######## out_bcd_display ########
out_bcd_display/clock_nets.png
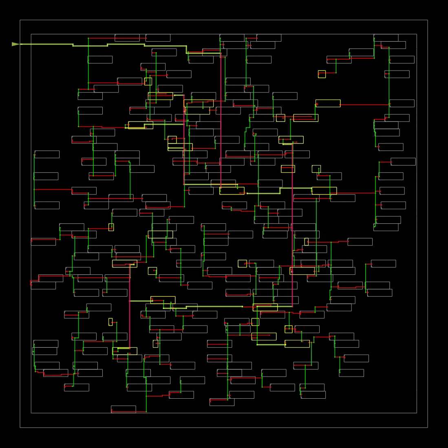

[config.mk]
export PLATFORM = sky130hd
export DESIGN_NAME = out_bcd_display
export DESIGN_NICKNAME = d
export VERILOG_FILES = /design/src/rtl/out_bcd_display.sv
export SDC_FILE = /design/constraint.sdc
export NUM_CORES = 1
export LEC_CHECK = 0
export ABC_AREA = 0
export CAP_MARGIN = 20
export CELL_PAD_IN_SITES_DETAIL_PLACEMENT = 1
export CELL_PAD_IN_SITES_GLOBAL_PLACEMENT = 1
export CORE_MARGIN = 4
export CORE_UTILIZATION = 45
export DETAILED_ROUTE_END_ITERATION = 12
export MAX_ROUTING_LAYER = met4
export PLACE_DENSITY = 0.83
export SLEW_MARGIN = 5
export SYNTH_ARGS = -nofsm -noshare
export SYNTH_HDL_FRONTEND = slang
export SYNTH_SLANG_ARGS = --single-unit
[constraint.sdc]
create_clock -name clk -period 2.5 [get_ports clk]
set_clock_uncertainty 0.15 [all_clocks]
set_input_delay 0.5 -clock clk [delete_from_list [all_inputs] [get_ports clk]]
set_output_delay 0.5 -clock clk [all_outputs]
set_load 0.05 [all_outputs]
[src/rtl/out_bcd_display.sv]
// Display back-end for the processor's out0 bus: converts each new value to packed BCD with a
// sequential double-dabble engine and scans the digits onto one shared 7-segment driver.
module out_bcd_display #(
    parameter int DATA_W   = 32,
    parameter int DIGITS   = 10,
    parameter int SCAN_DIV = 50000
) (
    input  logic                  clk,
    input  logic                  reset,
    input  logic [DATA_W-1:0]     in_data,
    output logic                  busy,
    output logic [4*DIGITS-1:0]   bcd_out,
    output logic [6:0]            seg,
    output logic [DIGITS-1:0]     an
);

    localparam int CNT_W  = $clog2(DATA_W + 1);
    localparam int PRE_W  = (SCAN_DIV > 1) ? $clog2(SCAN_DIV) : 1;
    localparam int IDX_W  = (DIGITS > 1) ? $clog2(DIGITS) : 1;
    localparam int WORD_W = 4 * DIGITS + DATA_W;

    typedef enum logic [1:0] {
        IDLE,
        SHIFT,
        LATCH
    } state_t;

    state_t                state;
    state_t                state_next;
    logic [DATA_W-1:0]     last_val;
    logic [DATA_W-1:0]     bin_sr;
    logic [4*DIGITS-1:0]   bcd_sr;
    logic [CNT_W-1:0]      count;
    logic [4*DIGITS-1:0]   bcd_adj;
    logic [WORD_W-1:0]     step_word;
    logic                  start;

    logic [PRE_W-1:0]      prescaler;
    logic [IDX_W-1:0]      index;
    logic [DIGITS-1:0]     zero_from;
    logic [3:0]            cur_nib;
    logic                  cur_blank;
    logic [6:0]            seg_next;

    function automatic logic [6:0] seg_decode(input logic [3:0] d);
        case (d)
            4'd0:    seg_decode = 7'h3F;
            4'd1:    seg_decode = 7'h06;
            4'd2:    seg_decode = 7'h5B;
            4'd3:    seg_decode = 7'h4F;
            4'd4:    seg_decode = 7'h66;
            4'd5:    seg_decode = 7'h6D;
            4'd6:    seg_decode = 7'h7D;
            4'd7:    seg_decode = 7'h07;
            4'd8:    seg_decode = 7'h7F;
            4'd9:    seg_decode = 7'h6F;
            default: seg_decode = 7'h00;
        endcase
    endfunction

    assign start = (in_data != last_val);

    // ------------------------------------------------------------------ converter FSM
    // NOTE: sequential state is updated with non-blocking assignments so every register
    // samples the pre-edge values, independent of block ordering.
    always_ff @(posedge clk or negedge reset) begin
        if (!reset) begin
            state <= IDLE;
        end else begin
            state <= state_next;
        end
    end

    // NOTE: next-state gets a default before the case so no path leaves it unassigned,
    // which would otherwise infer a latch.
    always_comb begin
        state_next = state;
        case (state)
            IDLE:    if (start) state_next = SHIFT;
            SHIFT:   if (count == CNT_W'(DATA_W - 1)) state_next = LATCH;
            LATCH:   state_next = IDLE;
            default: state_next = IDLE;
        endcase
    end

    // One double-dabble step: correct every nibble >= 5, then shift {bcd,bin} left by one.
    always_comb begin
        bcd_adj = '0;
        for (int k = 0; k < DIGITS; k++) begin
            if (bcd_sr[4*k +: 4] >= 4'd5) begin
                bcd_adj[4*k +: 4] = bcd_sr[4*k +: 4] + 4'd3;
            end else begin
                bcd_adj[4*k +: 4] = bcd_sr[4*k +: 4];
            end
        end
    end

    assign step_word = {bcd_adj, bin_sr} << 1;

    // NOTE: the shift registers are cleared on reset too, so an aborted conversion
    // leaves no partial result behind.
    always_ff @(posedge clk or negedge reset) begin
        if (!reset) begin
            last_val <= '0;
            bin_sr   <= '0;
            bcd_sr   <= '0;
            count    <= '0;
            busy     <= 1'b0;
            bcd_out  <= '0;
        end else begin
            case (state)
                IDLE: begin
                    if (start) begin
                        last_val <= in_data;
                        bin_sr   <= in_data;
                        bcd_sr   <= '0;
                        count    <= '0;
                        busy     <= 1'b1;
                    end
                end
                SHIFT: begin
                    bcd_sr <= step_word[WORD_W-1:DATA_W];
                    bin_sr <= step_word[DATA_W-1:0];
                    count  <= count + CNT_W'(1);
                end
                LATCH: begin
                    bcd_out <= bcd_sr;
                    busy    <= 1'b0;
                end
                default: ;
            endcase
        end
    end

    // ------------------------------------------------------------------ digit scanner
    always_ff @(posedge clk or negedge reset) begin
        if (!reset) begin
            prescaler <= '0;
            index     <= '0;
        end else if (prescaler == PRE_W'(SCAN_DIV - 1)) begin
            prescaler <= '0;
            index     <= (index == IDX_W'(DIGITS - 1)) ? '0 : index + IDX_W'(1);
        end else begin
            prescaler <= prescaler + PRE_W'(1);
        end
    end

    // zero_from[k] is set when nibbles k..DIGITS-1 are all zero (leading-zero run).
    always_comb begin
        zero_from = '0;
        zero_from[DIGITS-1] = (bcd_out[4*(DIGITS-1) +: 4] == 4'd0);
        for (int k = DIGITS - 2; k >= 0; k--) begin
            zero_from[k] = zero_from[k+1] && (bcd_out[4*k +: 4] == 4'd0);
        end
    end

    always_comb begin
        cur_nib   = 4'd0;
        cur_blank = 1'b0;
        for (int k = 0; k < DIGITS; k++) begin
            if (index == IDX_W'(k)) begin
                cur_nib   = bcd_out[4*k +: 4];
                cur_blank = (k != 0) && zero_from[k];
            end
        end
        seg_next = cur_blank ? 7'h00 : seg_decode(cur_nib);
    end

    always_ff @(posedge clk or negedge reset) begin
        if (!reset) begin
            seg <= '0;
            an  <= '0;
        end else begin
            seg <= seg_next;
            an  <= DIGITS'(1) << index;
        end
    end

endmodule
######## level_alarm_classifier ########
File: src/rtl/level_alarm_classifier.sv
// Classifies filtered level samples into a registered 3-bit alarm code with
// hysteresis, N-sample persistence and a stalled-stream timeout.
module level_alarm_classifier #(
    parameter int LEVEL_W   = 12,
    parameter int LOW_SET   = 400,
    parameter int LOW_CLR   = 500,
    parameter int HIGH_SET  = 3600,
    parameter int HIGH_CLR  = 3500,
    parameter int MAX_VALID = 4000,
    parameter int PERSIST   = 4,
    parameter int TIMEOUT   = 1000
) (
    input  logic               clk,
    input  logic               reset,
    input  logic               sample_valid,
    input  logic [LEVEL_W-1:0] level,
    input  logic               sensor_fault,
    output logic [2:0]         alarm_code,
    output logic               alarm_changed,
    output logic               alarm_active
);
    localparam int PW = $clog2(PERSIST + 1);
    localparam int TW = $clog2(TIMEOUT + 1);

    localparam logic [LEVEL_W-1:0] LOW_SET_L   = LEVEL_W'(LOW_SET);
    localparam logic [LEVEL_W-1:0] LOW_CLR_L   = LEVEL_W'(LOW_CLR);
    localparam logic [LEVEL_W-1:0] HIGH_SET_L  = LEVEL_W'(HIGH_SET);
    localparam logic [LEVEL_W-1:0] HIGH_CLR_L  = LEVEL_W'(HIGH_CLR);
    localparam logic [LEVEL_W-1:0] MAX_VALID_L = LEVEL_W'(MAX_VALID);
    localparam logic [PW-1:0]      PERSIST_C   = PW'(PERSIST);
    localparam logic [TW-1:0]      TIMEOUT_C   = TW'(TIMEOUT);
    localparam logic [TW-1:0]      TIMEOUT_M1  = TW'(TIMEOUT - 1);

    localparam logic [2:0] CODE_OK    = 3'b000;
    localparam logic [2:0] CODE_LOW   = 3'b001;
    localparam logic [2:0] CODE_HIGH  = 3'b010;
    localparam logic [2:0] CODE_FAULT = 3'b100;
    localparam logic [2:0] CODE_TMO   = 3'b101;
    localparam logic [2:0] CODE_RANGE = 3'b110;

    typedef enum logic [1:0] {ST_OK, ST_LOW, ST_HIGH, ST_ERR} state_t;
    typedef enum logic [1:0] {C_NONE, C_OK, C_LOW, C_HIGH} cand_t;

    state_t        state_q, state_d;
    logic [2:0]    err_q, err_d;
    cand_t         cand_q, cand_d, cand;
    logic [PW-1:0] pcnt_q, pcnt_d, cnt_new;
    logic [TW-1:0] tcnt_q, tcnt_d;
    logic [2:0]    code_d;

    logic lvl_low, lvl_high, lvl_clr_low, lvl_clr_high, lvl_oor;

    assign lvl_low      = (level <= LOW_SET_L);
    assign lvl_high     = (level >= HIGH_SET_L);
    assign lvl_clr_low  = (level >= LOW_CLR_L);
    assign lvl_clr_high = (level <= HIGH_CLR_L);
    assign lvl_oor      = (level >  MAX_VALID_L);

    always_comb begin
        state_d = state_q;
        err_d   = err_q;
        cand_d  = cand_q;
        pcnt_d  = pcnt_q;
        tcnt_d  = tcnt_q;
        cand    = C_NONE;
        cnt_new = '0;

        // Hysteresis: each state only looks at the thresholds that leave it.
        case (state_q)
            ST_OK: begin
                if (lvl_low)       cand = C_LOW;
                else if (lvl_high) cand = C_HIGH;
            end
            ST_LOW: begin
                if (lvl_high)         cand = C_HIGH;
                else if (lvl_clr_low) cand = C_OK;
            end
            ST_HIGH: begin
                if (lvl_low)           cand = C_LOW;
                else if (lvl_clr_high) cand = C_OK;
            end
            default: begin
                if (lvl_low)       cand = C_LOW;
                else if (lvl_high) cand = C_HIGH;
                else               cand = C_OK;
            end
        endcase

        if (sample_valid) begin
            tcnt_d = '0;
            if (sensor_fault) begin
                state_d = ST_ERR;
                err_d   = CODE_FAULT;
                pcnt_d  = '0;
                cand_d  = C_NONE;
            end else if (lvl_oor) begin
                state_d = ST_ERR;
                err_d   = CODE_RANGE;
                pcnt_d  = '0;
                cand_d  = C_NONE;
            end else if (cand == C_NONE) begin
                pcnt_d = '0;
                cand_d = C_NONE;
            end else begin
                cnt_new = (cand == cand_q) ? pcnt_q + PW'(1) : PW'(1);
                if (cnt_new == PERSIST_C) begin
                    case (cand)
                        C_LOW:   state_d = ST_LOW;
                        C_HIGH:  state_d = ST_HIGH;
                        default: state_d = ST_OK;
                    endcase
                    pcnt_d = '0;
                    cand_d = C_NONE;
                end else begin
                    pcnt_d = cnt_new;
                    cand_d = cand;
                end
            end
        end else begin
            if (tcnt_q != TIMEOUT_C) tcnt_d = tcnt_q + TW'(1);
            // Fault and range errors outrank a stalled stream.
            if (tcnt_q == TIMEOUT_M1 &&
                !(state_q == ST_ERR && err_q != CODE_TMO)) begin
                state_d = ST_ERR;
                err_d   = CODE_TMO;
            end
        end
    end

    always_comb begin
        code_d = CODE_OK;
        case (state_d)
            ST_LOW:  code_d = CODE_LOW;
            ST_HIGH: code_d = CODE_HIGH;
            ST_ERR:  code_d = err_d;
            default: code_d = CODE_OK;
        endcase
    end

    always_ff @(posedge clk) begin
        if (reset) begin
            state_q       <= ST_OK;
            err_q         <= CODE_OK;
            cand_q        <= C_NONE;
            pcnt_q        <= '0;
            tcnt_q        <= '0;
            alarm_code    <= CODE_OK;
            alarm_changed <= 1'b0;
            alarm_active  <= 1'b0;
        end else begin
            state_q       <= state_d;
            err_q         <= err_d;
            cand_q        <= cand_d;
            pcnt_q        <= pcnt_d;
            tcnt_q        <= tcnt_d;
            alarm_code    <= code_d;
            alarm_changed <= (code_d != alarm_code);
            alarm_active  <= (code_d != CODE_OK);
        end
    end
endmodule

File: config.mk
export PLATFORM = sky130hd
export DESIGN_NAME = level_alarm_classifier
export DESIGN_NICKNAME = d
export VERILOG_FILES = /design/src/rtl/level_alarm_classifier.sv
export SDC_FILE = /design/constraint.sdc
export NUM_CORES = 1
export LEC_CHECK = 0
export CAP_MARGIN = 20
export CORE_UTILIZATION = 54
export DETAILED_ROUTE_END_ITERATION = 8
export PLACE_DENSITY_LB_ADDON = 0.15
export SETUP_SLACK_MARGIN = 0.2
export SLEW_MARGIN = 20
export SYNTH_ARGS = -nofsm -noshare
export SYNTH_HDL_FRONTEND = slang
export SYNTH_SLANG_ARGS = --single-unit
File: constraint.sdc
create_clock -name clk -period 4 [get_ports clk]
set_input_delay 0.8 -clock clk [delete_from_list [all_inputs] [get_ports clk]]
set_output_delay 0.8 -clock clk [all_outputs]
set_load 0.01 [all_outputs]
######## video_timing_pattern_gen_flat ########
--- src/rtl/video_timing_pattern_gen_if.sv ---
// video_timing_pattern_gen_if: control inputs and raster/pixel outputs of the timing generator
interface video_timing_pattern_gen_if;
  logic        pix_en;
  logic [1:0]  pattern_sel;
  logic        hsync;
  logic        vsync;
  logic        de;
  logic [23:0] rgb;
  logic [11:0] x;
  logic [11:0] y;
  logic        frame_start;
  modport master (input pix_en, pattern_sel, output hsync, vsync, de, rgb, x, y, frame_start);
  modport slave (output pix_en, pattern_sel, input hsync, vsync, de, rgb, x, y, frame_start);
endinterface

--- src/rtl/video_timing_pattern_gen.sv ---
// video_timing_pattern_gen: raster timing plus selectable test pattern at pixel rate
module video_timing_pattern_gen #(
  parameter int H_ACTIVE = 640,
  parameter int H_FP     = 16,
  parameter int H_SYNC   = 96,
  parameter int H_BP     = 48,
  parameter int V_ACTIVE = 480,
  parameter int V_FP     = 10,
  parameter int V_SYNC   = 2,
  parameter int V_BP     = 33,
  parameter bit HS_POL   = 1'b0,
  parameter bit VS_POL   = 1'b0
) (
  input logic sys_clock,
  input logic sys_nrst,
  video_timing_pattern_gen_if.master vif
);
  localparam logic [11:0] HA    = 12'(H_ACTIVE);
  localparam logic [11:0] HT    = 12'(H_ACTIVE + H_FP + H_SYNC + H_BP);
  localparam logic [11:0] HS0   = 12'(H_ACTIVE + H_FP);
  localparam logic [11:0] HS1   = 12'(H_ACTIVE + H_FP + H_SYNC);
  localparam logic [11:0] VA    = 12'(V_ACTIVE);
  localparam logic [11:0] VT    = 12'(V_ACTIVE + V_FP + V_SYNC + V_BP);
  localparam logic [11:0] VS0   = 12'(V_ACTIVE + V_FP);
  localparam logic [11:0] VS1   = 12'(V_ACTIVE + V_FP + V_SYNC);
  localparam logic [11:0] BAR_W = 12'(H_ACTIVE / 8);
  // Bar colours, index 0 is the leftmost bar
  localparam logic [7:0][23:0] BARS = {24'h000000, 24'h0000FF, 24'hFF0000, 24'hFF00FF,
                                       24'h00FF00, 24'h00FFFF, 24'hFFFF00, 24'hFFFFFF};

  logic [11:0] h_q, h_d, v_q, v_d, x_q, x_d, y_q, y_d;
  logic [23:0] rgb_q, rgb_d;
  logic [1:0]  pat_q, pat_d;
  logic        hs_q, hs_d, vs_q, vs_d, de_q, de_d, fs_q, fs_d;
  logic [2:0]  bar;
  logic        act, h_wrap;

  // Next-state decode of the current (pre-increment) counters; the pattern for the
  // frame_start pixel itself comes from the freshly sampled pattern_sel
  always_comb begin
    bar = '0;
    for (int i = 1; i < 8; i++) if (h_q >= 12'(i) * BAR_W) bar = 3'(i);
    h_wrap = h_q == HT - 12'd1;
    h_d    = h_wrap ? '0 : h_q + 12'd1;
    v_d    = !h_wrap ? v_q : (v_q == VT - 12'd1) ? '0 : v_q + 12'd1;
    fs_d   = h_q == '0 && v_q == '0;
    pat_d  = fs_d ? vif.pattern_sel : pat_q;
    act    = h_q < HA && v_q < VA;
    de_d   = act;
    x_d    = act ? h_q : '0;
    y_d    = act ? v_q : '0;
    hs_d   = (h_q >= HS0 && h_q < HS1) ? HS_POL : ~HS_POL;
    vs_d   = (v_q >= VS0 && v_q < VS1) ? VS_POL : ~VS_POL;
    rgb_d  = !act ? '0 :
             pat_d == 2'd0 ? BARS[bar] :
             pat_d == 2'd1 ? {3{h_q[7:0]}} :
             pat_d == 2'd2 ? {24{h_q[5] ^ v_q[5]}} : '0;
  end

  // Counters, latched pattern and registered outputs; everything freezes while pix_en is low
  always_ff @(posedge sys_clock or negedge sys_nrst) begin
    if (!sys_nrst) begin
      h_q   <= '0;
      v_q   <= '0;
      pat_q <= '0;
      de_q  <= 1'b0;
      x_q   <= '0;
      y_q   <= '0;
      rgb_q <= '0;
      fs_q  <= 1'b0;
      hs_q  <= ~HS_POL;
      vs_q  <= ~VS_POL;
    end else if (vif.pix_en) begin
      h_q   <= h_d;
      v_q   <= v_d;
      pat_q <= pat_d;
      de_q  <= de_d;
      x_q   <= x_d;
      y_q   <= y_d;
      rgb_q <= rgb_d;
      fs_q  <= fs_d;
      hs_q  <= hs_d;
      vs_q  <= vs_d;
    end
  end

  assign vif.hsync       = hs_q;
  assign vif.vsync       = vs_q;
  assign vif.de          = de_q;
  assign vif.x           = x_q;
  assign vif.y           = y_q;
  assign vif.rgb         = rgb_q;
  assign vif.frame_start = fs_q;
endmodule

--- src/flat_wrapper.sv ---
// flat-port wrapper written by rule: the top's interface ports become plain ports
module video_timing_pattern_gen_flat 
#(
  parameter int H_ACTIVE = 640,
  parameter int H_FP     = 16,
  parameter int H_SYNC   = 96,
  parameter int H_BP     = 48,
  parameter int V_ACTIVE = 480,
  parameter int V_FP     = 10,
  parameter int V_SYNC   = 2,
  parameter int V_BP     = 33,
  parameter bit HS_POL   = 1'b0,
  parameter bit VS_POL   = 1'b0
)
  (sys_clock, sys_nrst, vif_pix_en, vif_pattern_sel, vif_hsync, vif_vsync, vif_de, vif_rgb, vif_x, vif_y, vif_frame_start);
  video_timing_pattern_gen_if vif_i ();
  input logic sys_clock;
  input logic sys_nrst;
  input wire logic [$bits(vif_i.pix_en)-1:0] vif_pix_en;
  input wire logic [$bits(vif_i.pattern_sel)-1:0] vif_pattern_sel;
  output wire logic [$bits(vif_i.hsync)-1:0] vif_hsync;
  output wire logic [$bits(vif_i.vsync)-1:0] vif_vsync;
  output wire logic [$bits(vif_i.de)-1:0] vif_de;
  output wire logic [$bits(vif_i.rgb)-1:0] vif_rgb;
  output wire logic [$bits(vif_i.x)-1:0] vif_x;
  output wire logic [$bits(vif_i.y)-1:0] vif_y;
  output wire logic [$bits(vif_i.frame_start)-1:0] vif_frame_start;
  assign vif_i.pix_en = vif_pix_en;
  assign vif_i.pattern_sel = vif_pattern_sel;
  assign vif_hsync = vif_i.hsync;
  assign vif_vsync = vif_i.vsync;
  assign vif_de = vif_i.de;
  assign vif_rgb = vif_i.rgb;
  assign vif_x = vif_i.x;
  assign vif_y = vif_i.y;
  assign vif_frame_start = vif_i.frame_start;
  video_timing_pattern_gen #(.H_ACTIVE(H_ACTIVE), .H_FP(H_FP), .H_SYNC(H_SYNC), .H_BP(H_BP), .V_ACTIVE(V_ACTIVE), .V_FP(V_FP), .V_SYNC(V_SYNC), .V_BP(V_BP), .HS_POL(HS_POL), .VS_POL(VS_POL)) u_core (.sys_clock(sys_clock), .sys_nrst(sys_nrst), .vif(vif_i));
endmodule
--- config.mk ---
export PLATFORM = sky130hd
export DESIGN_NAME = video_timing_pattern_gen_flat
export DESIGN_NICKNAME = d
export VERILOG_FILES = /design/src/rtl/video_timing_pattern_gen_if.sv /design/src/rtl/video_timing_pattern_gen.sv /design/src/flat_wrapper.sv
export SDC_FILE = /design/constraint.sdc
export NUM_CORES = 1
export LEC_CHECK = 0
export CORE_MARGIN = 4
export CORE_UTILIZATION = 45
export DETAILED_ROUTE_END_ITERATION = 8
export PLACE_DENSITY = 0.66
export SETUP_SLACK_MARGIN = 0.4
export SLEW_MARGIN = 20
export SYNTH_ARGS = -nofsm -noshare
export SYNTH_HDL_FRONTEND = slang
export SYNTH_SLANG_ARGS = --single-unit
export TNS_END_PERCENT = 100
--- constraint.sdc ---
create_clock -name sys_clock -period 2.4 [get_ports sys_clock]
set_input_delay 0.48 -clock sys_clock [delete_from_list [all_inputs] [get_ports sys_clock]]
set_output_delay 0.48 -clock sys_clock [all_outputs]
set_load 0.005 [all_outputs]
######## rca_result_fifo ########
[src/rtl/rca_pkg.sv]
// Shared types for the RCA result path; sums up to RCA_DATA_W bits wide.
// Optional per-entry zero flag is enabled by RCA_RESULT_FIFO_ZERO_FLAG_EN.
package rca_pkg;

  localparam int RCA_DATA_W = 32;
  localparam int DROP_CNT_W = 8;

  typedef struct packed {
    logic [RCA_DATA_W-1:0] sum;
    logic                  carry;
`ifdef RCA_RESULT_FIFO_ZERO_FLAG_EN
    logic                  zero;
`endif
  } rca_entry_t;

  function automatic rca_entry_t make_entry(input logic [RCA_DATA_W-1:0] sum,
                                            input logic                  carry);
    rca_entry_t e;
    e.sum   = sum;
    e.carry = carry;
`ifdef RCA_RESULT_FIFO_ZERO_FLAG_EN
    e.zero  = (sum == {RCA_DATA_W{1'b0}});
`endif
    return e;
  endfunction

endpackage

[src/rtl/rca_sat_cnt.sv]
// Saturating up-counter: increments on inc, holds at all-ones.
module rca_sat_cnt #(
  parameter int W = 8
) (
  input  logic         clk,
  input  logic         rst_n,
  input  logic         inc,
  output logic [W-1:0] cnt
);

  logic [W-1:0] cnt_q;
  logic [W-1:0] cnt_d;

  // Next count: stop at the maximum value instead of wrapping.
  always_comb begin
    cnt_d = cnt_q;
    if (inc && (cnt_q != {W{1'b1}})) begin
      cnt_d = cnt_q + W'(1);
    end else begin
      cnt_d = cnt_q;
    end
  end

  // Counter register.
  always_ff @(posedge clk or negedge rst_n) begin
    if (!rst_n) begin
      cnt_q <= {W{1'b0}};
    end else begin
      cnt_q <= cnt_d;
    end
  end

  assign cnt = cnt_q;

endmodule

[src/rtl/rca_result_fifo.sv]
// First-word fall-through FIFO for registered adder results, with saturating drop count.
// Optional zero-flag output out_z under RCA_RESULT_FIFO_ZERO_FLAG_EN.
module rca_result_fifo
  import rca_pkg::*;
#(
  parameter int DEPTH  = 4,
  parameter int DATA_W = RCA_DATA_W
) (
  input  logic                       clk,
  input  logic                       rst_n,
  input  logic                       in_valid,
  input  logic [DATA_W-1:0]          in_s,
  input  logic                       in_c,
  output logic                       out_valid,
  input  logic                       out_ready,
  output logic [DATA_W-1:0]          out_s,
  output logic                       out_c,
  output logic                       full,
  output logic                       empty,
  output logic [$clog2(DEPTH):0]     count,
  output logic [DROP_CNT_W-1:0]      drop_cnt
`ifdef RCA_RESULT_FIFO_ZERO_FLAG_EN
  ,
  output logic                       out_z
`endif
);

  localparam int PTR_W = $clog2(DEPTH);
  localparam int CNT_W = PTR_W + 1;

  logic [PTR_W-1:0] wr_ptr_q, wr_ptr_d;
  logic [PTR_W-1:0] rd_ptr_q, rd_ptr_d;
  logic [CNT_W-1:0] count_q, count_d;
  logic             push_s, pop_s, drop_s, full_s, empty_s;
  rca_entry_t       wr_entry_s;
  rca_entry_t       head_s;
  rca_entry_t       mem_q [DEPTH];

  // Handshake decode: a full FIFO still accepts a push when the head leaves this cycle.
  always_comb begin
    full_s     = (count_q == CNT_W'(DEPTH));
    empty_s    = (count_q == {CNT_W{1'b0}});
    pop_s      = !empty_s && out_ready;
    push_s     = in_valid && (!full_s || pop_s);
    drop_s     = in_valid && full_s && !pop_s;
    wr_entry_s = make_entry(RCA_DATA_W'(in_s), in_c);
  end

  // Pointer and occupancy next state.
  always_comb begin
    wr_ptr_d = wr_ptr_q;
    rd_ptr_d = rd_ptr_q;
    count_d  = count_q;
    if (push_s) begin
      wr_ptr_d = wr_ptr_q + PTR_W'(1);
    end else begin
      wr_ptr_d = wr_ptr_q;
    end
    if (pop_s) begin
      rd_ptr_d = rd_ptr_q + PTR_W'(1);
    end else begin
      rd_ptr_d = rd_ptr_q;
    end
    case ({push_s, pop_s})
      2'b10:   count_d = count_q + CNT_W'(1);
      2'b01:   count_d = count_q - CNT_W'(1);
      default: count_d = count_q;
    endcase
  end

  // Control state registers.
  always_ff @(posedge clk or negedge rst_n) begin
    if (!rst_n) begin
      wr_ptr_q <= {PTR_W{1'b0}};
      rd_ptr_q <= {PTR_W{1'b0}};
      count_q  <= {CNT_W{1'b0}};
    end else begin
      wr_ptr_q <= wr_ptr_d;
      rd_ptr_q <= rd_ptr_d;
      count_q  <= count_d;
    end
  end

  // Storage is deliberately left unreset; occupancy alone defines validity.
  always_ff @(posedge clk) begin
    if (push_s) begin
      mem_q[wr_ptr_q] <= wr_entry_s;
    end
  end

  rca_sat_cnt #(.W(DROP_CNT_W)) u_drop_cnt (
    .clk   (clk),
    .rst_n (rst_n),
    .inc   (drop_s),
    .cnt   (drop_cnt)
  );

  assign head_s    = mem_q[rd_ptr_q];
  assign out_valid = !empty_s;
  assign out_s     = DATA_W'(head_s.sum);
  assign out_c     = head_s.carry;
  assign full      = full_s;
  assign empty     = empty_s;
  assign count     = count_q;
`ifdef RCA_RESULT_FIFO_ZERO_FLAG_EN
  assign out_z     = head_s.zero;
`endif

endmodule

[config.mk]
export PLATFORM = sky130hd
export DESIGN_NAME = rca_result_fifo
export DESIGN_NICKNAME = d
export VERILOG_FILES = /design/src/rtl/rca_pkg.sv /design/src/rtl/rca_sat_cnt.sv /design/src/rtl/rca_result_fifo.sv
export SDC_FILE = /design/constraint.sdc
export NUM_CORES = 1
export LEC_CHECK = 0
export CAP_MARGIN = 10
export CORE_ASPECT_RATIO = 0.8
export CORE_MARGIN = 4
export CORE_UTILIZATION = 55
export CTS_CLUSTER_SIZE = 8
export DETAILED_ROUTE_END_ITERATION = 6
export GPL_ROUTABILITY_DRIVEN = 0
export PLACE_DENSITY_LB_ADDON = 0.2
export RECOVER_POWER = 50
export REMOVE_ABC_BUFFERS = 1
export SYNTH_ARGS = -nofsm -noshare
export SYNTH_HDL_FRONTEND = slang
export SYNTH_SLANG_ARGS = --single-unit
[constraint.sdc]
create_clock -name clk -period 3.46 [get_ports clk]
set_input_delay 0.346 -clock clk [delete_from_list [all_inputs] [get_ports clk]]
set_output_delay 0.346 -clock clk [all_outputs]
set_load 0.05 [all_outputs]
rca_result_fifo/gates.png
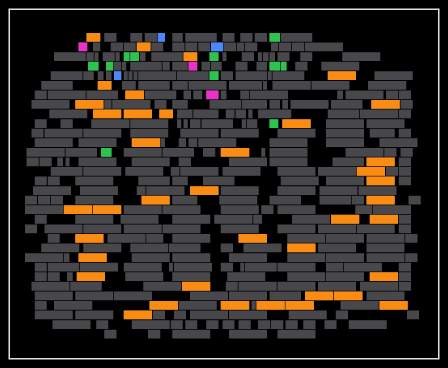
[mux cells] orange | cells: 39 | where: widely spread
[nor cells] blue | cells: 3
[non-inverting ao/oa cells] magenta | cells: 3
[aoi and oai cells] green | cells: 11 | where: top middle

==> impl_metrics.toml, rca_result_fifo <==
# flow metrics
[status]
status = "completed"

[global_routing]
grt_max_degree = 27
grt_pass1_wl_um = 17400

[synthesis]
avgSynthCellArea_um2 = 21.5
ys_warn_count = 0
synth_flops = 147
synth_adder_area_share = 0.0145
synth-edff-count = 132
ys_async_sr_fraction = 0.102
synthDominantCellAreaShare = 0.698
synth_cell_type_count = 39

[setup_path]
cp_max_fo = 26
crit_cells = 3
reg2reg_from = "count[2]$_DFFE_PN0P_"
cp-end-kind = "primary output"
cp_num_buf_inv = 2
rrSetupSlack_ns = 1.02

[timing]
setup_slack_ns = 0.532
hold_violations = 0

[clock_tree]
cts_resized = 0
root_buffer = "clkbuf_16"

[finish]
layout_top_cells = "132 x edfxtp_1, 48 x clkdlybuf4s50_1, 35 x dlygate4sd3_1"

[placed_design]
dp_hpwl_um = 6820
port_buffers = 83

[route]
wl_met3_um = 701

[power_and_ir_drop]
pg_comb_mw = 2.92
p_sw_frac = 0.371
internal_power_mw = 4.49
-- rca_result_fifo: flip-flops by register name, summed over array words and instances (netlist names) --
signal / cells
mem_q: 132
rd_ptr_q: 2
u_drop_cnt.cnt: 8
wr_ptr_q: 2
count: 3
-- rca_result_fifo: stage by stage --
step | utilization | area, µm² | total power [mW] | cells
after global placement | 0.684 | 6740 | 5.49 | 479
final | 0.738 | 7270 | 7.14 | 511
after detailed placement | 0.684 | 6740 | 5.55 | 479
after floorplan | - | 5640 | 4.53 | 253
after global routing | 0.738 | 7270 | 7.46 | 511
after CTS | 0.739 | 7280 | 7.25 | 511
-- rca_result_fifo: per-layer routing --
layer / vias up / global-route usage
met5: - / 0
met4: 0 / 0.0818
met3: 8 / 0.0568
met2: 114 / 0.311
met1: 1470 / 0.265
li1: 1288 / -
-- rca_result_fifo: area by class of cell --
type,instances,area (µm²)
multi-input combinational,98,1270
sequential,147,4340
clock buffer,26,489
clock inverter,6,53.8
timing repair buffer,90,921
tap,136,170
fill,591,2580
inverter,8,30.0
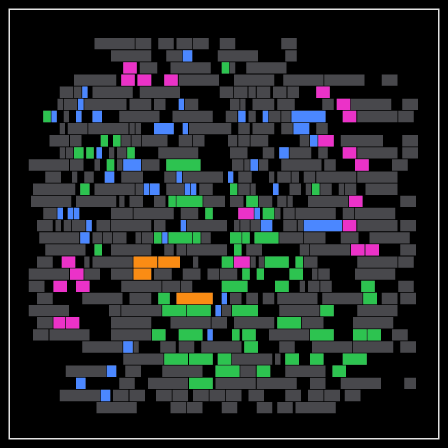
video_timing_pattern_gen_flat/gates.png
[nor cells] blue | cells: 43
[mux cells] orange | cells: 4
[non-inverting ao/oa cells] magenta | cells: 22
[aoi and oai cells] green | cells: 59

==> impl_metrics.toml, video_timing_pattern_gen_flat <==
# flow metrics
[synthesis]
synth_cell_type_count = 48
ff_type = "dfrtp_1"
yosysSeqAreaShare = 0.561
yosys_area_um2 = 3480

[finish]
comb-cell-share = 0.335
nNonClkBuffers = 97
utilization = 0.654
biggestCellCategory = "registers"
drive_gt1_frac = 0.248
seq_area_um2 = 1960
final_nets = 412
final-nonclk-buf-share = 0.187
seq_cells = 78

[global_routing]
antenna_found_initial = 0
overflow = 0

[placed_design]
dp_hpwl_um = 5680

[power_and_ir_drop]
power.group.top = "registers"
clkPwrFrac = 0.262

[route]
wirelength_um = 8520
drc = 0
top_layer = "met4"
wl_per_cell_um = 16.8
vias = 2754
dr.pass1.iters = 4

[setup_path]
critPathSlowestCell = "or4_4"
reg2reg_from = "u_core.h_q[0]$_DFFE_PN0P_"
cp_max_fo = 5
cp.arrival_ns = 2.33
crit_type = "register to register"
crit_chain = "buf_4 -> ha_2 -> inv_1 -> nor4_4 -> nand2_2 -> or4_4 -> xnor2_2"
slowest_delay_ns = 0.45

[floorplanning]
fp-row-count = 31

[clock_tree]
path_clk_slew_ns = 0.08

[status]
status = "completed"
[video_timing_pattern_gen_flat: cell usage after synthesis (all sizes together) (7+ instances only)]
cell type,count,area share
xnor2,14,0.037
nand4,8,0.014
clkbuf,13,0.014
dfrtp,76,0.55
inv,14,0.015
and3,7,0.013
a22o,18,0.045
a21oi,9,0.013
o2bb2ai,24,0.060
nand2,17,0.019
nor2,27,0.029
o21ai,15,0.024
[video_timing_pattern_gen_flat: what timing repair did]
item                                    CTS  global route
setup buffers                            11             3
pin swaps                                 8            11
endpoints found under the setup margin   34            51
resized                                  25            33
endpoints found under the hold margin     0             0
[video_timing_pattern_gen_flat: per-stage QoR]
| stage | total power [mW] | hold slack [ns] |
|---|---|---|
| floorplan | 1.92 | 0.184 |
| global placement | 2.32 | 0.466 |
| detailed placement | 2.34 | 0.473 |
| CTS | 3.28 | 0.125 |
| global route | 3.49 | 0.141 |
| finish | 3.31 | 0.109 |
[video_timing_pattern_gen_flat: cell families after synthesis]
logic type	after synthesis	synth area share
xor gates and xnor gates	20	0.0525
muxes	4	0.0122
adders and majority gates	5	0.0173
buffers and inverters	34	0.0381
DFF	78	0.561
AOI/OAI and AO/OA	81	0.177
and+or+nand+nor	92	0.142
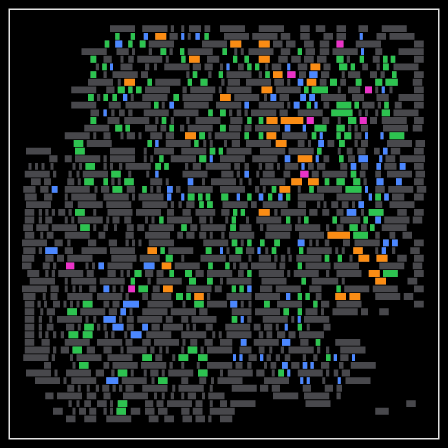
out_bcd_display/gates.png
[aoi and oai cells] green | cells: 183
[non-inverting ao/oa cells] magenta | cells: 8
[mux cells] orange | cells: 33
[nor cells] blue | cells: 93 | where: widely spread

## Picture notes: out_bcd_display/clock_nets.png
cts bufs inserted: 17
flip-flop and latch count: 190
Layout clock buffers: 20
Clock Power: 2.66 mW

==> impl_metrics.toml, out_bcd_display <==
# flow metrics
[synthesis]
ys_sh_xor = 0.0599
ff_type = "dfrtp_1"
synth_nets = 1015
synthMuxAreaShare = 0.0413
synthSimpleGateAreaFrac = 0.161
yosysSeqAreaShare = 0.508
ys_top_cells_by_count = "190 x dfrtp_1, 187 x nand2_1, 57 x inv_1, 57 x o21ai_0, 47 x xor2_1"
synth_adder_area_share = 0.0388
avgSynthCellArea_um2 = 9.82

[flow_run]
cap_violations = 0
openroad.warnings = 42

[power_and_ir_drop]
sequentialPowerShare = 0.395
power.leakage_nw = 5.59
max-vdd-ir-drop_uv = 482
p_switching_mw = 4.20
combPwrFrac = 0.353

[route]
vias_per_cell = 5.71
drt_iter0_markers = 594
wl_met1_um = 11900
wl_per_cell_um = 20.4

[global_routing]
use_met1 = 0.309

[status]
status = "finished with violations"
violations = "negative setup slack"

[setup_path]
critPathRequiredTime_ns = 2.67
r2r_end = "bin_sr[17]$_DFFE_PN0P_"
critPathSlowestCell = "clkdlybuf4s50_1"
reg2reg_depth = 8
crit_type = "input pin to register"
cp_max_fo = 22
crit_chain = "clkdlybuf4s50_1 -> xor2_1 -> nor4_1 -> nand4_1 -> nor2_4 -> nor3_4 -> buf_12 -> a222oi_1 -> inv_1"
critical-path-top-delay-family = "simple AND/OR/NAND/NOR gates"
rrSetupSlack_ns = 0.06

[clock_tree]
path_clk_slew_ns = 0.08
cts_tree = "done"
postCtsHoldBufs = 1
root_buffer = "clkbuf_16"

[floorplanning]
fp-row-count = 52
die_w_um = 152

[placed_design]
port_buffers = 91
dp_cells = 1344
dpl_cell_area_um2 = 11100

[finish]
logic_area_um2 = 4200

[timing]
grt_setup_unrepaired = "true"
whs_ns = 0.270
setup_slack_ns = -0.0751
finalSetupViolations = 6
setup_tns_ns = -0.228

[hold_path]
hold_class = "input pin to register"
hold_start = "in_data[6]"
==> out_bcd_display: power groups by stage <==
stage	sequential [mW]	combinational, mW	clock (mW)
detailed placement	4.18	3.61	0
floorplan	5.15	1.16	0
CTS	4.14	3.69	2.67
global placement	4.14	3.49	0
finish	4.16	3.72	2.66
global route	4.21	3.94	2.83
==> out_bcd_display: sequential cells by signal (all words and copies together), names as in the netlist <==
register   count
bcd_out       40
busy           1
bin_sr        32
prescaler     16
seg            7
index          4
bcd_sr        40
count          6
an            10
state          2
last_val      32
==> out_bcd_display: layout make-up <==
class	count	area share
multi-input cells	653	0.355
well taps	270	0.0285
clock buffers	20	0.0377
flip-flops and latches	190	0.401
inverters	62	0.0196
clock inverters	12	0.00961
repair buffers	178	0.148
==> out_bcd_display: cell families after synthesis <==
| group | Yosys count |
|---|---|
| fa+ha+maj | 29 |
| xor+xnor | 64 |
| compound gates | 191 |
| flops | 190 |
| mux | 33 |
| buf+inv | 109 |
| simple gates | 336 |
level_alarm_classifier/gates.png
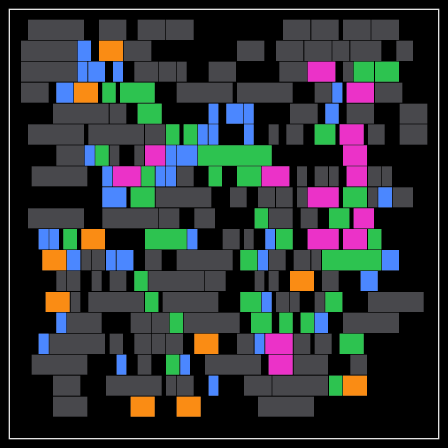
[nor cells] blue | cells: 39
[xor and xnor cells] orange | cells: 10
[non-inverting ao/oa cells] magenta | cells: 14
[aoi and oai cells] green | cells: 34

==> impl_metrics.toml, level_alarm_classifier <==
# flow metrics
[clock_tree]
cts-htree-levels = 1
cts_buffers = 3
root_buffer = "clkbuf_4"

[finish]
nNonClkBuffers = 20
logic_area_um2 = 1010
utilization = 0.662
final_area_um2 = 1810
final_common_cell = "nor2_1"
layout_top_cells = "26 x nor2_1, 25 x dfxtp_1, 20 x clkdlybuf4s50_1"
n_antenna_cell = 0
num-multi-input-gates = 153

[setup_path]
critPathSlowestCell = "or4_4"
cp_num_buf_inv = 1
start_kind = "input pin"
slowest_delay_ns = 0.57

[route]
wl_per_cell_um = 14.2
drt_iter0_markers = 66
ant_nets = 0
dr.pass1.iters = 4

[synthesis]
logic_family = "simple AND/OR/NAND/NOR gates"
ys_sh_xor = 0.0564
syn-instance-count = 189
synth_top_cell_by_area = "dfxtp_1"
aoi_share = 0.254
synth_top_cell_by_count = "nor2_1"
avgSynthCellArea_um2 = 8.22
ys_warn_count = 0

[status]
status = "completed"

[placed_design]
dpl_cell_area_um2 = 1780
dp_hpwl_um = 2720

[floorplanning]
fp.dieH_um = 55.6
io_pins = 21

[power_and_ir_drop]
power.group.top = "registers"
pg_comb_mw = 0.115
p_per_area_nw_per_um2 = 272
clk-power_mw = 0.108
fin_total_pwr_mw = 0.492

[flow_run]
cap_violations = 0

[global_routing]
grt_pass1_wl_um = 5950
level_alarm_classifier: cells by family (layout without fill, tap and decap cells):
group | count (synthesis) | after routing
compound gates | 48 | 48
xor+xnor | 10 | 10
fa+ha+maj | 3 | 3
buf+inv | 11 | 33
flops | 25 | 25
mux | 2 | 2
simple gates | 90 | 90
level_alarm_classifier: layer usage:
metal / routed length, µm / vias up / GRT usage / part of all wire
met3: 98 / 8 / 0.0372 / 0.029
li1: - / 744 / - / -
met2: 1770 / 27 / 0.415 / 0.51
met1: 1500 / 710 / 0.276 / 0.44
met5: 0 / - / 0 / 0
met4: 66 / 0 / 0.111 / 0.019
level_alarm_classifier: final timing paths:
check                    startpoint                       end  slack [ns]  cells after the start
min          pcnt_q[1]$_SDFFE_PP0P_    pcnt_q[1]$_SDFFE_PP0P_        0.50                      1
max reg2reg  tcnt_q[1]$_SDFFE_PP0P_  alarm_changed$_SDFF_PP0_        1.22                     10
min reg2reg  pcnt_q[1]$_SDFFE_PP0P_    pcnt_q[1]$_SDFFE_PP0P_        0.50                      1
max                        level[2]  alarm_changed$_SDFF_PP0_        0.54                     10


==> notes/layouts.md <==
Pictures saved along the way, in no particular order.

A small window of the routed layout.
Plate I
Window x 13 to 63, y 89 to 139 µm. Cells in grey, sequential cells in the stronger grey; small squares are vias.
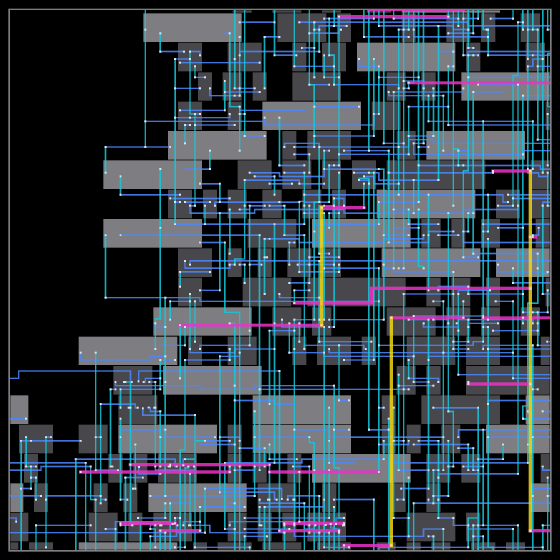
Plate II
Window x 5 to 55, y 49 to 99 µm. Cells in grey, sequential cells in the stronger grey; small squares are vias.
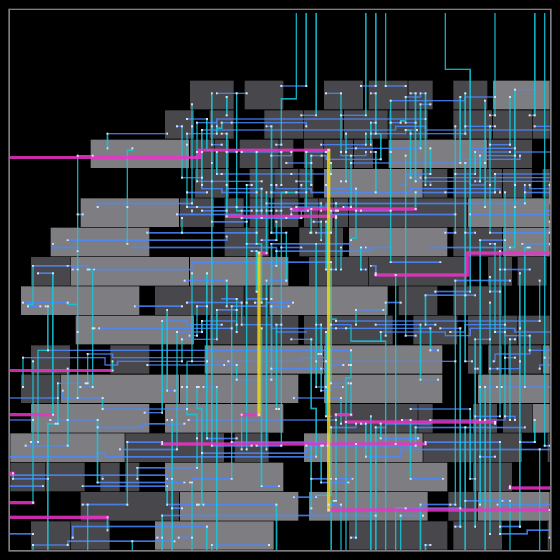
Plate III
Window x 0 to 50, y 46 to 96 µm. Cells in grey, sequential cells in the stronger grey; small squares are vias.
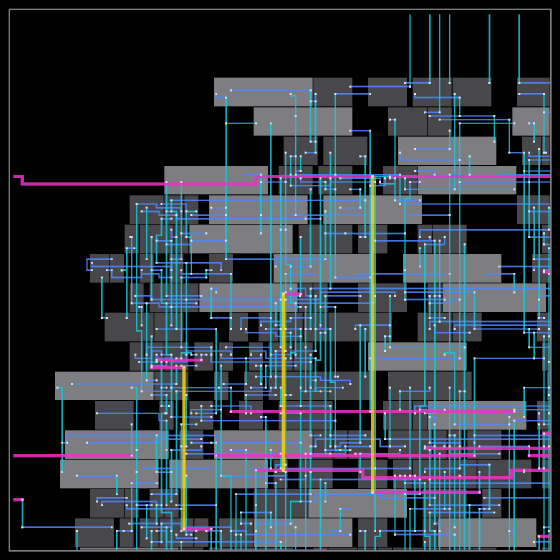
- Plate II = rca_result_fifo
- Plate I = out_bcd_display
- Plate III = video_timing_pattern_gen_flat

Key to Plate I:
[M4] yellow
[M2] cyan
[M1] blue
[M3] magenta
netlist names of flops here include: bcd_sr (11), bin_sr (4), bcd_out (3)
cells with their middle in the window: 126
sequential cells in the window: 21
most frequent: nand2_1 (25), dfrtp_1 (21), inv_1 (13)


==> gallery <==
PDN straps and rails.
Pins as bars on the die edge.
image #1
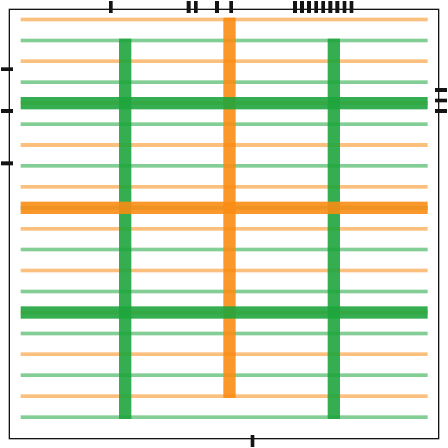
image #2
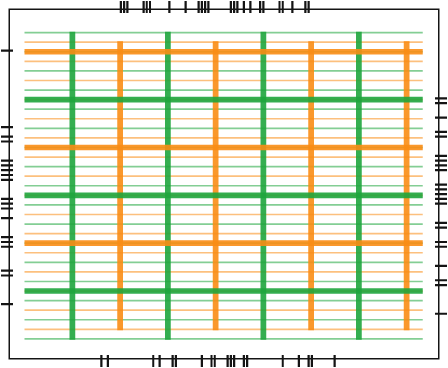
image #3
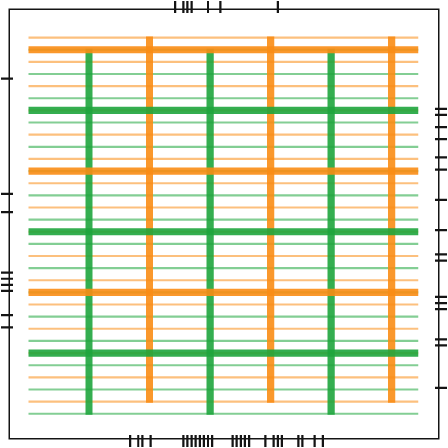
image #4
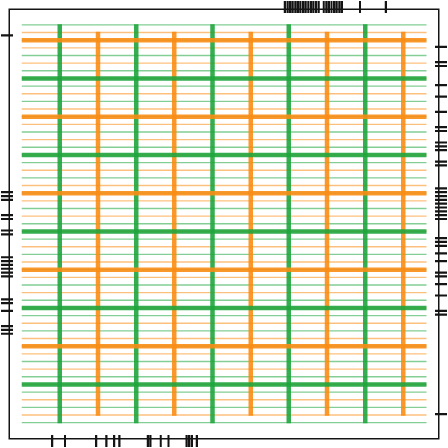
- largest die: image #4
- fewest pins: image #1
rca_result_fifo: image #2
out_bcd_display: image #4
video_timing_pattern_gen_flat: image #3
level_alarm_classifier: image #1

Power figures rest on the tool's default switching activity, not on a simulated workload.
